==================== fp_mul_seq
Figure 1. Sequential cells colored by netlist name (fp_mul_seq).
(2 px per µm) Other sequential cells in the stronger gray, the rest of the logic in the fainter gray.
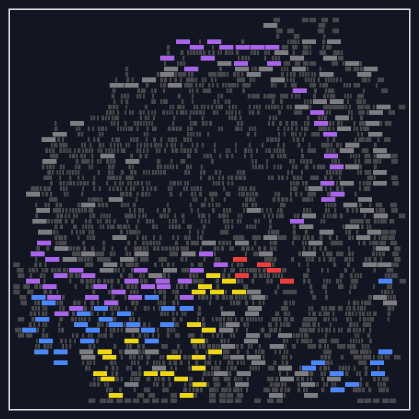

===== src/rtl/fp32_pkg.sv =====
// Shared binary32 definitions for the sequential multiplier and divider.
// Also intended for the planned adder.
package fp32_pkg;

  typedef struct packed {
    logic        sign;
    logic [7:0]  exp;
    logic [22:0] frac;
  } fp32_t;

  localparam int          FP_BIAS    = 127;
  localparam logic [7:0]  FP_EXP_MAX = 8'hFF;
  localparam logic [31:0] FP_QNAN    = 32'h7FC00000;
  localparam int          FP_MANT_W  = 24;

  typedef enum logic [1:0] {
    IDLE = 2'd0,
    MULT = 2'd1,
    NORM = 2'd2,
    DONE = 2'd3
  } fsm_state_t;

  typedef enum logic [1:0] {
    CLS_ZERO   = 2'd0,
    CLS_NORMAL = 2'd1,
    CLS_INF    = 2'd2,
    CLS_NAN    = 2'd3
  } fp_class_t;

  // Denormals are flushed, so any zero exponent classifies as zero.
  function automatic fp_class_t fp_classify(input fp32_t x);
    if (x.exp == FP_EXP_MAX) return (x.frac != 23'd0) ? CLS_NAN : CLS_INF;
    if (x.exp == 8'd0)       return CLS_ZERO;
    return CLS_NORMAL;
  endfunction

endpackage


===== src/rtl/fp_special_detect.sv =====
// Operand classification and special-case override word for fp_mul_seq.
// Purely combinational; evaluated on the latched operands.
module fp_special_detect
  import fp32_pkg::*;
(
  input  fp32_t       a,
  input  fp32_t       b,
  output logic [31:0] override_word,
  output logic        override_valid
);

  fp_class_t cls_a;
  fp_class_t cls_b;
  logic      sign;

  assign cls_a = fp_classify(a);
  assign cls_b = fp_classify(b);
  assign sign  = a.sign ^ b.sign;

  // Priority: NaN, inf x zero, inf x finite, zero/denormal.
  always_comb begin
    override_word  = 32'd0;
    override_valid = 1'b0;
    if (cls_a == CLS_NAN || cls_b == CLS_NAN) begin
      override_word  = FP_QNAN;
      override_valid = 1'b1;
    end else if ((cls_a == CLS_INF && cls_b == CLS_ZERO) ||
                 (cls_a == CLS_ZERO && cls_b == CLS_INF)) begin
      override_word  = FP_QNAN;
      override_valid = 1'b1;
    end else if (cls_a == CLS_INF || cls_b == CLS_INF) begin
      override_word  = {sign, FP_EXP_MAX, 23'd0};
      override_valid = 1'b1;
    end else if (cls_a == CLS_ZERO || cls_b == CLS_ZERO) begin
      override_word  = {sign, 31'd0};
      override_valid = 1'b1;
    end
  end

endmodule


===== src/rtl/fp_mul_seq.sv =====
// Sequential binary32 multiplier: 24-cycle radix-2 shift-add, truncating
// normalize, IEEE special cases, fixed 26-cycle start-to-enable latency.
module fp_mul_seq
  import fp32_pkg::*;
(
  input  logic        CLK,
  input  logic        RST,
  input  logic        start,
  input  logic [31:0] A,
  input  logic [31:0] B,
  output logic [31:0] result,
  output logic        overflow,
  output logic        underflow,
  output logic        enable,
  output logic        busy
);

  localparam logic [1:0] S_IDLE = IDLE;
  localparam logic [1:0] S_MULT = MULT;
  localparam logic [1:0] S_NORM = NORM;
  localparam logic [1:0] S_DONE = DONE;

  logic [1:0]  state;
  fp32_t       a_r;
  fp32_t       b_r;
  logic        sign_r;
  logic [47:0] prod;
  logic [47:0] mcand;
  logic [23:0] mplier;
  logic [4:0]  cnt;

  logic [31:0]       override_word;
  logic              override_valid;
  logic signed [9:0] exp_norm;
  logic [22:0]       frac_norm;
  logic [31:0]       final_word;
  logic              final_ovf;
  logic              final_unf;

  fp_special_detect u_special (
    .a              (a_r),
    .b              (b_r),
    .override_word  (override_word),
    .override_valid (override_valid)
  );

  // Product of two [1,2) significands lies in [1,4); bit 47 picks the shift.
  always_comb begin
    exp_norm  = 10'({2'b00, a_r.exp}) + 10'({2'b00, b_r.exp})
              - 10'(FP_BIAS) + 10'(prod[47]);
    frac_norm = prod[47] ? prod[46:24] : prod[45:23];
    final_ovf = 1'b0;
    final_unf = 1'b0;
    if (override_valid) begin
      final_word = override_word;
    end else if (exp_norm >= 10'sd255) begin
      final_word = {sign_r, FP_EXP_MAX, 23'd0};
      final_ovf  = 1'b1;
    end else if (exp_norm <= 10'sd0) begin
      final_word = {sign_r, 31'd0};
      final_unf  = 1'b1;
    end else begin
      final_word = {sign_r, exp_norm[7:0], frac_norm};
    end
  end

  always_ff @(posedge CLK) begin
    if (RST) begin
      state     <= S_IDLE;
      a_r       <= '0;
      b_r       <= '0;
      sign_r    <= 1'b0;
      prod      <= '0;
      mcand     <= '0;
      mplier    <= '0;
      cnt       <= '0;
      result    <= '0;
      overflow  <= 1'b0;
      underflow <= 1'b0;
    end else begin
      case (state)
        S_IDLE: begin
          if (start) begin
            a_r    <= A;
            b_r    <= B;
            sign_r <= A[31] ^ B[31];
            mcand  <= {24'd0, 1'b1, A[22:0]};
            mplier <= {1'b1, B[22:0]};
            prod   <= '0;
            cnt    <= '0;
            state  <= S_MULT;
          end
        end
        S_MULT: begin
          if (mplier[0]) prod <= prod + mcand;
          mcand  <= mcand << 1;
          mplier <= mplier >> 1;
          cnt    <= cnt + 5'd1;
          if (cnt == 5'(FP_MANT_W - 1)) state <= S_NORM;
        end
        S_NORM: begin
          result    <= final_word;
          overflow  <= final_ovf;
          underflow <= final_unf;
          state     <= S_DONE;
        end
        default: state <= S_IDLE;
      endcase
    end
  end

  assign enable = (state == S_DONE);
  assign busy   = (state != S_IDLE);

endmodule


===== config.mk =====
export PLATFORM = sky130hd
export DESIGN_NAME = fp_mul_seq
export DESIGN_NICKNAME = d
export VERILOG_FILES = /design/src/rtl/fp32_pkg.sv /design/src/rtl/fp_special_detect.sv /design/src/rtl/fp_mul_seq.sv
export SDC_FILE = /design/constraint.sdc
export NUM_CORES = 1
export LEC_CHECK = 0
export ABC_AREA = 1
export CAP_MARGIN = 20
export CORE_UTILIZATION = 35
export CTS_BUF_LIST = sky130_fd_sc_hd__clkbuf_2
export CTS_CLUSTER_DIAMETER = 50
export DETAILED_ROUTE_END_ITERATION = 7
export PLACE_DENSITY = 0.6
export SKIP_LAST_GASP = 1
export SLEW_MARGIN = 20
export SYNTH_ARGS = -nofsm -noshare
export SYNTH_HDL_FRONTEND = slang
export SYNTH_SLANG_ARGS = --single-unit
export TNS_END_PERCENT = 1

===== constraint.sdc =====
create_clock -name CLK -period 4.2 [get_ports CLK]
set_input_delay 0.42 -clock CLK [delete_from_list [all_inputs] [get_ports CLK]]
set_output_delay 0.42 -clock CLK [all_outputs]
set_load 0.01 [all_outputs]

==================== sha2_pad_ctrl_flat
### src/rtl/sha2_pad_ctrl_if.sv
// Handshake, select and status bundle between the SHA-2 pad controller and its neighbours.
// slave = controller side; master = the upstream/downstream environment.
interface sha2_pad_ctrl_if #(
  parameter int W    = 64,
  parameter int PKTS = 8
);
  localparam int IW = $clog2(PKTS);

  logic          in_valid;
  logic          in_last;
  logic          in_ready;
  logic          out_valid;
  logic          out_ready;
  logic          pad_pkt;
  logic          zero_pkt;
  logic          mgln_pkt;
  logic [W-1:0]  msg_len;
  logic [IW-1:0] pkt_idx;
  logic          blk_last;
  logic          msg_done;

  modport slave (
    input  in_valid, in_last, out_ready,
    output in_ready, out_valid, pad_pkt, zero_pkt, mgln_pkt,
           msg_len, pkt_idx, blk_last, msg_done
  );

  modport master (
    output in_valid, in_last, out_ready,
    input  in_ready, out_valid, pad_pkt, zero_pkt, mgln_pkt,
           msg_len, pkt_idx, blk_last, msg_done
  );
endinterface

### src/rtl/sha2_pad_ctrl.sv
// Sequences data, pad, zero and length packets into pktmux so every block is correctly padded.
// Handshake: a packet moves on out_valid & out_ready; a data packet is taken on in_valid & in_ready.
module sha2_pad_ctrl #(
  parameter int W    = 64,
  parameter int PKTS = 8
) (
  input  logic                 clk,
  input  logic                 rst,
  sha2_pad_ctrl_if.slave       bus,
  output logic [1:0]           state
);
  localparam int IW = $clog2(PKTS);
  localparam logic [IW-1:0] LAST_IDX = IW'(PKTS - 1);
  localparam logic [W-1:0]  LEN_STEP = W'(W);

  typedef enum logic [1:0] {
    ST_DATA = 2'd0,
    ST_PAD  = 2'd1,
    ST_ZERO = 2'd2,
    ST_LEN  = 2'd3
  } state_t;

  state_t        cur;
  state_t        nxt;
  logic [IW-1:0] idx;
  logic [IW-1:0] idx_inc;
  logic [W-1:0]  len;
  logic          done;
  logic          step;

  assign idx_inc = (idx == LAST_IDX) ? '0 : idx + 1'b1;

  always_comb begin
    nxt           = cur;
    bus.in_ready  = 1'b0;
    bus.out_valid = 1'b0;
    step          = 1'b0;
    case (cur)
      ST_DATA: begin
        bus.in_ready  = bus.out_ready;
        bus.out_valid = bus.in_valid;
        step          = bus.in_valid & bus.out_ready;
        if (step && bus.in_last) nxt = ST_PAD;
      end
      ST_PAD: begin
        bus.out_valid = 1'b1;
        step          = bus.out_ready;
        if (step) nxt = (idx_inc == LAST_IDX) ? ST_LEN : ST_ZERO;
      end
      ST_ZERO: begin
        bus.out_valid = 1'b1;
        step          = bus.out_ready;
        if (step && idx_inc == LAST_IDX) nxt = ST_LEN;
      end
      ST_LEN: begin
        bus.out_valid = 1'b1;
        step          = bus.out_ready;
        if (step) nxt = ST_DATA;
      end
      default: nxt = ST_DATA;
    endcase
  end

  // Length counts accepted data packets only; pad/zero/len packets advance the index alone.
  always_ff @(posedge clk or posedge rst) begin
    if (rst) begin
      cur  <= ST_DATA;
      idx  <= '0;
      len  <= '0;
      done <= 1'b0;
    end else begin
      cur  <= nxt;
      done <= (cur == ST_LEN) && step;
      if (step) begin
        if (cur == ST_LEN) begin
          idx <= '0;
          len <= '0;
        end else begin
          idx <= idx_inc;
          if (cur == ST_DATA) len <= len + LEN_STEP;
        end
      end
    end
  end

  assign bus.pad_pkt  = (cur == ST_PAD);
  assign bus.zero_pkt = (cur == ST_ZERO);
  assign bus.mgln_pkt = (cur == ST_LEN);
  assign bus.blk_last = (idx == LAST_IDX);
  assign bus.msg_len  = len;
  assign bus.pkt_idx  = idx;
  assign bus.msg_done = done;
  assign state        = cur;
endmodule

### src/flat_wrapper.sv
// flat-port wrapper written by rule: the top's interface ports become plain ports
module sha2_pad_ctrl_flat 
#(
  parameter int W    = 64,
  parameter int PKTS = 8
)
  (clk, rst, state, bus_in_valid, bus_in_last, bus_out_ready, bus_in_ready, bus_out_valid, bus_pad_pkt, bus_zero_pkt, bus_mgln_pkt, bus_msg_len, bus_pkt_idx, bus_blk_last, bus_msg_done);
  sha2_pad_ctrl_if #(.W(W), .PKTS(PKTS)) bus_i ();
  input  logic clk;
  input  logic rst;
  output logic [1:0] state;
  input wire logic [$bits(bus_i.in_valid)-1:0] bus_in_valid;
  input wire logic [$bits(bus_i.in_last)-1:0] bus_in_last;
  input wire logic [$bits(bus_i.out_ready)-1:0] bus_out_ready;
  output wire logic [$bits(bus_i.in_ready)-1:0] bus_in_ready;
  output wire logic [$bits(bus_i.out_valid)-1:0] bus_out_valid;
  output wire logic [$bits(bus_i.pad_pkt)-1:0] bus_pad_pkt;
  output wire logic [$bits(bus_i.zero_pkt)-1:0] bus_zero_pkt;
  output wire logic [$bits(bus_i.mgln_pkt)-1:0] bus_mgln_pkt;
  output wire logic [$bits(bus_i.msg_len)-1:0] bus_msg_len;
  output wire logic [$bits(bus_i.pkt_idx)-1:0] bus_pkt_idx;
  output wire logic [$bits(bus_i.blk_last)-1:0] bus_blk_last;
  output wire logic [$bits(bus_i.msg_done)-1:0] bus_msg_done;
  assign bus_i.in_valid = bus_in_valid;
  assign bus_i.in_last = bus_in_last;
  assign bus_i.out_ready = bus_out_ready;
  assign bus_in_ready = bus_i.in_ready;
  assign bus_out_valid = bus_i.out_valid;
  assign bus_pad_pkt = bus_i.pad_pkt;
  assign bus_zero_pkt = bus_i.zero_pkt;
  assign bus_mgln_pkt = bus_i.mgln_pkt;
  assign bus_msg_len = bus_i.msg_len;
  assign bus_pkt_idx = bus_i.pkt_idx;
  assign bus_blk_last = bus_i.blk_last;
  assign bus_msg_done = bus_i.msg_done;
  sha2_pad_ctrl #(.W(W), .PKTS(PKTS)) u_core (.clk(clk), .rst(rst), .bus(bus_i), .state(state));
endmodule
### config.mk
export PLATFORM = sky130hd
export DESIGN_NAME = sha2_pad_ctrl_flat
export DESIGN_NICKNAME = d
export VERILOG_FILES = /design/src/rtl/sha2_pad_ctrl_if.sv /design/src/rtl/sha2_pad_ctrl.sv /design/src/flat_wrapper.sv
export SDC_FILE = /design/constraint.sdc
export NUM_CORES = 1
export LEC_CHECK = 0
export CORE_UTILIZATION = 56
export CTS_BUF_LIST = sky130_fd_sc_hd__clkbuf_4 sky130_fd_sc_hd__clkbuf_8
export CTS_CLUSTER_SIZE = 12
export DETAILED_ROUTE_END_ITERATION = 10
export GPL_ROUTABILITY_DRIVEN = 0
export HOLD_SLACK_MARGIN = 0.12
export PLACE_DENSITY = 0.88
export SKIP_CTS_REPAIR_TIMING = 1
export SLEW_MARGIN = 20
export SYNTH_ARGS = -nofsm -noshare
export SYNTH_HDL_FRONTEND = slang
export SYNTH_SLANG_ARGS = --single-unit
export TNS_END_PERCENT = 1
### constraint.sdc
create_clock -name clk -period 6 [get_ports clk]
set_input_delay 1.2 -clock clk [delete_from_list [all_inputs] [get_ports clk]]
set_output_delay 1.2 -clock clk [all_outputs]
set_load 0.005 [all_outputs]
==================== rx_frame_fifo
==> src/rtl/uart_pkg.sv <==
// Shared UART definitions: default data width, the received-frame record,
// and a saturating increment used by the error-drop counter.
package uart_pkg;

    localparam int UART_DATA_W = 7;
    localparam int DROP_CNT_W  = 8;

    // Received frame as produced by the receiver; status flags sit above data.
    typedef struct packed {
        logic                   parity_err;
        logic                   framing_err;
        logic [UART_DATA_W-1:0] data;
    } rx_frame_t;

    // Saturating +1 for the drop counter (sticks at all-ones).
    function automatic logic [DROP_CNT_W-1:0] sat_inc(input logic [DROP_CNT_W-1:0] v);
        return (&v) ? v : v + 1'b1;
    endfunction

endpackage

==> src/rtl/rx_fifo_mem.sv <==
// Frame storage for rx_frame_fifo: one synchronous write port and an
// asynchronous read of the head address, so the FIFO can fall through.
module rx_fifo_mem #(
    parameter int DEPTH = 8,
    parameter int WIDTH = 9,
    parameter int AW    = $clog2(DEPTH)
) (
    input  logic             clk,
    input  logic             wr_en,
    input  logic [AW-1:0]    wr_addr,
    input  logic [WIDTH-1:0] wr_data,
    input  logic [AW-1:0]    rd_addr,
    output logic [WIDTH-1:0] rd_data
);

    logic [WIDTH-1:0] mem [DEPTH];

    // Entry write; contents need no reset because count gates visibility.
    always_ff @(posedge clk) begin
        if (wr_en) mem[wr_addr] <= wr_data;
    end

    assign rd_data = mem[rd_addr];

endmodule

==> src/rtl/rx_frame_fifo.sv <==
// Receive frame FIFO, first-word-fall-through, with sticky overflow.
// Optional feature: define RX_FIFO_DROP_ERR_EN to discard frames carrying a
// parity or framing error (counted in drop_count) instead of storing them.
module rx_frame_fifo
    import uart_pkg::*;
#(
    parameter int DEPTH      = 8,
    parameter int DATA_WIDTH = UART_DATA_W
) (
    input  logic                     clk,
    input  logic                     reset,
    input  logic                     wr_stb,
    input  logic [DATA_WIDTH-1:0]    wr_data,
    input  logic                     wr_parity_err,
    input  logic                     wr_framing_err,
    input  logic                     rd_pop,
    output logic                     rd_valid,
    output logic [DATA_WIDTH-1:0]    rd_data,
    output logic                     rd_parity_err,
    output logic                     rd_framing_err,
    output logic [$clog2(DEPTH):0]   count,
    output logic                     full,
    output logic                     empty,
    output logic                     overflow,
    input  logic                     clear_ovf,
    output logic [DROP_CNT_W-1:0]    drop_count
);

    localparam int AW = $clog2(DEPTH);
    localparam int CW = AW + 1;

    // Same field order as uart_pkg::rx_frame_t, sized by DATA_WIDTH.
    typedef struct packed {
        logic                  parity_err;
        logic                  framing_err;
        logic [DATA_WIDTH-1:0] data;
    } frame_t;

    logic [AW-1:0] wr_ptr, rd_ptr;
    logic [CW-1:0] cnt;
    logic          ovf;
    logic          do_pop, do_wr, wr_try, ovf_set, err_drop;
    frame_t        wr_frame, head;

    assign empty  = (cnt == '0);
    assign full   = (cnt == CW'(DEPTH));
    assign do_pop = rd_pop & ~empty;

`ifdef RX_FIFO_DROP_ERR_EN
    assign err_drop = wr_stb & (wr_parity_err | wr_framing_err);
`else
    assign err_drop = 1'b0;
`endif

    // A write while full is only accepted if a pop frees the slot this edge.
    assign wr_try  = wr_stb & ~err_drop;
    assign do_wr   = wr_try & (~full | do_pop);
    assign ovf_set = wr_try & full & ~do_pop;

    assign wr_frame = '{parity_err: wr_parity_err, framing_err: wr_framing_err, data: wr_data};

    rx_fifo_mem #(
        .DEPTH (DEPTH),
        .WIDTH ($bits(frame_t))
    ) u_mem (
        .clk     (clk),
        .wr_en   (do_wr & ~reset),
        .wr_addr (wr_ptr),
        .wr_data (wr_frame),
        .rd_addr (rd_ptr),
        .rd_data (head)
    );

    // Pointer and occupancy update; pointers wrap naturally at DEPTH.
    always_ff @(posedge clk or posedge reset) begin
        if (reset) begin
            wr_ptr <= '0;
            rd_ptr <= '0;
            cnt    <= '0;
        end else begin
            if (do_wr)  wr_ptr <= wr_ptr + 1'b1;
            if (do_pop) rd_ptr <= rd_ptr + 1'b1;
            case ({do_wr, do_pop})
                2'b10:   cnt <= cnt + 1'b1;
                2'b01:   cnt <= cnt - 1'b1;
                default: cnt <= cnt;
            endcase
        end
    end

    // Sticky overflow; a lost frame on the same edge beats the clear.
    always_ff @(posedge clk or posedge reset) begin
        if (reset)          ovf <= 1'b0;
        else if (ovf_set)   ovf <= 1'b1;
        else if (clear_ovf) ovf <= 1'b0;
    end

`ifdef RX_FIFO_DROP_ERR_EN
    logic [DROP_CNT_W-1:0] drops;

    // Count discarded errored frames, saturating.
    always_ff @(posedge clk or posedge reset) begin
        if (reset)         drops <= '0;
        else if (err_drop) drops <= sat_inc(drops);
    end

    assign drop_count = drops;
`else
    assign drop_count = '0;
`endif

    // Head is only meaningful when valid; show zeros otherwise.
    assign rd_valid       = ~empty;
    assign rd_data        = rd_valid ? head.data        : '0;
    assign rd_parity_err  = rd_valid ? head.parity_err  : 1'b0;
    assign rd_framing_err = rd_valid ? head.framing_err : 1'b0;
    assign count          = cnt;
    assign overflow       = ovf;

endmodule

==> config.mk <==
export PLATFORM = sky130hd
export DESIGN_NAME = rx_frame_fifo
export DESIGN_NICKNAME = d
export VERILOG_FILES = /design/src/rtl/uart_pkg.sv /design/src/rtl/rx_fifo_mem.sv /design/src/rtl/rx_frame_fifo.sv
export SDC_FILE = /design/constraint.sdc
export NUM_CORES = 1
export LEC_CHECK = 0
export CAP_MARGIN = 20
export CORE_MARGIN = 2
export CORE_UTILIZATION = 51
export DETAILED_ROUTE_END_ITERATION = 16
export GPL_ROUTABILITY_DRIVEN = 0
export PLACE_DENSITY = 0.87
export SLEW_MARGIN = 20
export SYNTH_ARGS = -nofsm -noshare
export SYNTH_HDL_FRONTEND = slang
export SYNTH_HIERARCHICAL = 1
export SYNTH_SLANG_ARGS = --single-unit
==> constraint.sdc <==
create_clock -name clk -period 2.6 [get_ports clk]
set_input_delay 0.52 -clock clk [delete_from_list [all_inputs] [get_ports clk]]
set_output_delay 0.52 -clock clk [all_outputs]
set_load 0.1 [all_outputs]
Figure 2. Wire density map (rx_frame_fifo).
(4 px per µm) 18 x 18 tiles, from black (low) to pale yellow (high), scaled to the fullest tile. Values are wire area over tile area, all layers added.
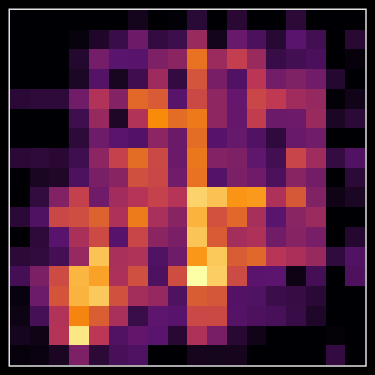
nearly empty tiles	19%
emptiest ninth of the die	upper left
tiles over half the peak	19%
mean over tiles	0.14
densest ninth of the die	center

==> impl_report.txt, rx_frame_fifo <==
=== SYNTHESIS / PLACE & ROUTE SUMMARY ===
----------------------------------------------------
[Synthesis]
  Chip area estimate from yosys synthesis ........................ between 3000 and 4000 µm²
  Commonest register cell after synthesis ........................ sky130_fd_sc_hd__edfxtp_1
  Cell types occupying the most area after synthesis ........................ sky130_fd_sc_hd__edfxtp_1, sky130_fd_sc_hd__mux4_1, sky130_fd_sc_hd__dfrtp_1
  Post-synthesis instance area ........................ 3670 µm²
  Yosys warning total ........................ 6
  And+or+nand+nor area frac ........................ 7.46%

[Finish]
  Cell Count, Final, Fillers Out ........................ 363
  Layout filler cell count ........................ 483
  Largest cell class by area ........................ sequential cells
  Area occupied by multi-input gates ........................ 1070 µm²
  Seq. cell area ........................ 2450 µm²
  Biggest register ........................ u_mem/mem
  Combinational share of cell area ........................ about a quarter

[Floorplan]
  Tapcell Cnt ........................ 96

[Global routing]
  Sum of overflow across all layers after global routing ........................ 0
  Busiest layer in global routing ........................ met2
  Maximum number of pins on one net before global-route repair ........................ 16
  Initial antenna violation count ........................ 0

[Clock tree]
  Worst-skew pair later-pin latency ........................ 0.35 ns

[STA]
  Maximum clock frequency ........................ around 390 MHz

[Placed design]
  Area after DPL ........................ 4240 µm²

[Status]
  Outcome ........................ complete, no violations

[Detailed routing]
  Met2 wirelength from detailed routing ........................ between 3000 and 4000 µm
  Antenna-violating nets left ........................ 0
  Violation count after the first detailed-route iteration ........................ 180

[Worst setup path]
  Kind of start point of the critical path ........................ register

----------------------------------------------------
-- rx_frame_fifo: worst max-delay path: stages, from the launching register on --
cell	delay, ns
sky130_fd_sc_hd__dfrtp_2	0.39
sky130_fd_sc_hd__buf_6	0.12
sky130_fd_sc_hd__buf_8	0.13
sky130_fd_sc_hd__mux4_2	0.52
sky130_fd_sc_hd__mux2_4	0.28
sky130_fd_sc_hd__and2_4	0.14
sky130_fd_sc_hd__buf_12	0.16
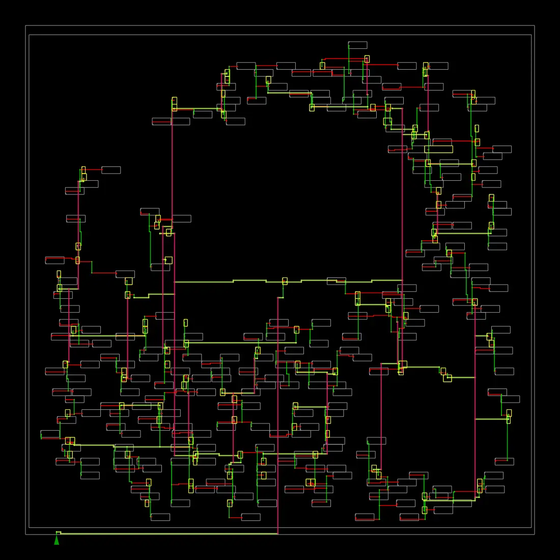
Figure 3: fp_mul_seq, the clock network.
TritonCTS sink count: 226
number of flip-flops and latches: 226
worst-skew pair later-pin latency: 0.96 ns
Clock Skew: 0.102 ns

Notes on Figure 1 above:
color	name in the netlist	flops
blue	a_r	32
yellow	mplier	24
purple	mcand	48
red	cnt	5

==> impl_report.txt, fp_mul_seq <==
=== SYNTHESIS / PLACE & ROUTE SUMMARY ===
----------------------------------------------------
[Status]
  Outcome ........................ complete, no violations

[Synthesis]
  Cell types occupying the most area after synthesis ........................ sky130_fd_sc_hd__dfxtp_1, sky130_fd_sc_hd__nand2_1, sky130_fd_sc_hd__nor2_1
  Proportion of register bits with asynchronous set or reset after synthesis ........................ 0%
  Adder-cell area share of the yosys netlist ........................ 6.53%
  Top non-seq family ........................ simple AND/OR/NAND/NOR gates
  Synth area leader ........................ sky130_fd_sc_hd__dfxtp_1
  Cells after synthesis ........................ 2125
  Flops out of synthesis ........................ 226

[Detailed routing]
  DRC viols ........................ 0
  Drt first pass iters ........................ 5
  Violation count after the first detailed-route iteration ........................ 968
  Wire length after detailed routing ........................ 42000 µm
  Antenna-violating nets left ........................ 0
  Count of vias placed by the detailed router ........................ 13900

[Global routing]
  Maximum number of pins on one net before global-route repair ........................ between 90 and 100
  Busiest layer in global routing ........................ met2
  Global-route met1 utilization ........................ 29.7%
  Number of global-route vias before repair ........................ 12900

[STA]
  Maximum clock frequency ........................ 314 MHz
  Setup repair after global routing missed its margin ........................ no
  Transition time of the tightest slew-check pin ........................ 0.962 ns

[Clock tree]
  Number of buffers added by the clock tree synthesis step ........................ 68
  Hold-fix buffer count after cts ........................ 5

[Worst setup path]
  Launching point of the worst reg2reg path ........................ a_r[23]$_SDFFE_PP0P_
  Ordered list of cells on the worst path ........................ inv_1 -> ha_1 -> inv_1 -> ha_1 -> fa_1 -> nand2_2 -> nand3_2 -> nand3_1 -> nand2_1 -> nand2_1 -> nand2_2 -> nand3_1 -> nor2_2 -> nor2_4 -> nand3_2 -> a21oi_2

[Placed design]
  Area after DPL ........................ 15100 µm²

[Floorplan]
  Area of the die ........................ 39800 µm²

----------------------------------------------------
-- fp_mul_seq: area by class of cell --
cell class | instances | area, µm²
inverters | 202 | 758
clock buffers | 92 | 460
clock inverters | 20 | 125
diodes | 1 | 2.50
repair buffers | 121 | 1170
flip-flops and latches | 226 | 4520
fillers | 4154 | 22300
multi-input cells | 1613 | 8020
well taps | 511 | 639
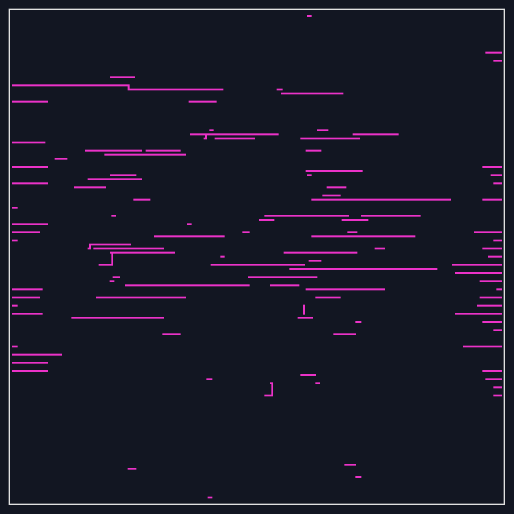
Figure 4: sha2_pad_ctrl_flat, metal 3.
(6 px per µm)
nets with wire on the layer	82
share of all routed wire	6.1%

==> impl_report.txt, sha2_pad_ctrl_flat <==
=== SYNTHESIS / PLACE & ROUTE SUMMARY ===
----------------------------------------------------
[Finish]
  N_diodes ........................ 0

[Floorplan]
  CORE AREA ........................ 6060 µm²

[Synthesis]
  Chip area estimate from yosys synthesis ........................ 3610 µm²
  Compound Share, Synth ........................ 14.0%
  Number of enable-type register cells in the synthesized netlist ........................ 0
  Adder-cell area share of the yosys netlist ........................ under 10%
  Commonest register cell after synthesis ........................ sky130_fd_sc_hd__dfrtp_1

[Clock tree]
  Clock root cell ........................ sky130_fd_sc_hd__clkbuf_8

[Worst setup path]
  Max FO, Critical Path ........................ 19
  Required time of the critical path ........................ ~6.3 ns
  Count of cell instances traversed by the critical path ........................ 5
  Crit Reg-Reg Endpoint ........................ u_core.bus.msg_len[59]$_DFFE_PP0P_

[Status]
  Outcome ........................ complete, no violations

[STA]
  Maximum clock frequency ........................ ~250 MHz

----------------------------------------------------
-- sha2_pad_ctrl_flat: per-layer routing --
| metal | track usage (%) | up-vias | part of all wire [%] |
|---|---|---|---|
| li1 | - | 1623 | - |
| met1 | 39.0 | 1730 | 43 |
| met2 | 48.5 | 156 | 48 |
| met3 | 5.05 | 27 | 6.1 |
| met4 | 17.7 | 0 | 3.1 |
| met5 | 0 | - | 0 |
-- sha2_pad_ctrl_flat: worst min-delay path, cell delays in order (launching register included) --
cell and delay [ns]:
sky130_fd_sc_hd__dfrtp_1 0.37, sky130_fd_sc_hd__nand2_1 0.05, sky130_fd_sc_hd__o21ai_0 0.06

==> layout pictures side by side <==
Cell sizes after repair.
Plate I
(2 px per µm)
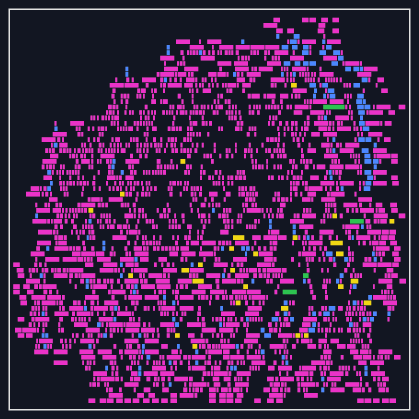
Plate II
(6 px per µm)
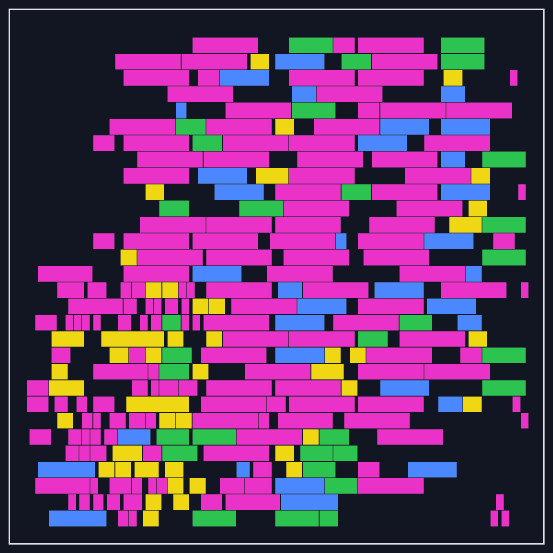
Plate III
(6 px per µm)
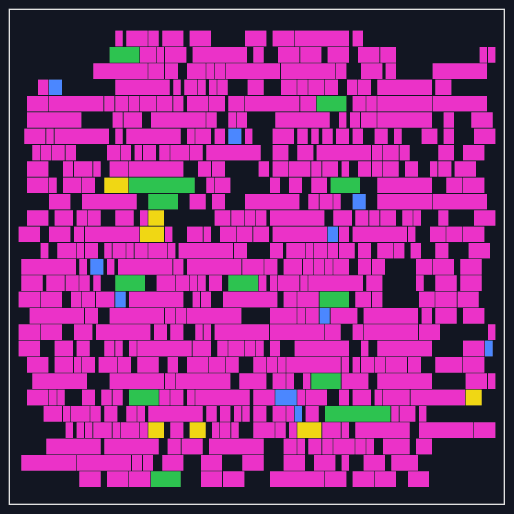
- smallest die: Plate III
- most cells: Plate I
| picture | from |
|---|---|
| Plate III | sha2_pad_ctrl_flat |
| Plate II | rx_frame_fifo |
| Plate I | fp_mul_seq |

Key to Plate I:
color	size	cells
blue	drive 2	169
magenta	drive 1 or less	2074
yellow	drive 3 to 4	27
green	drive 6 and up	4


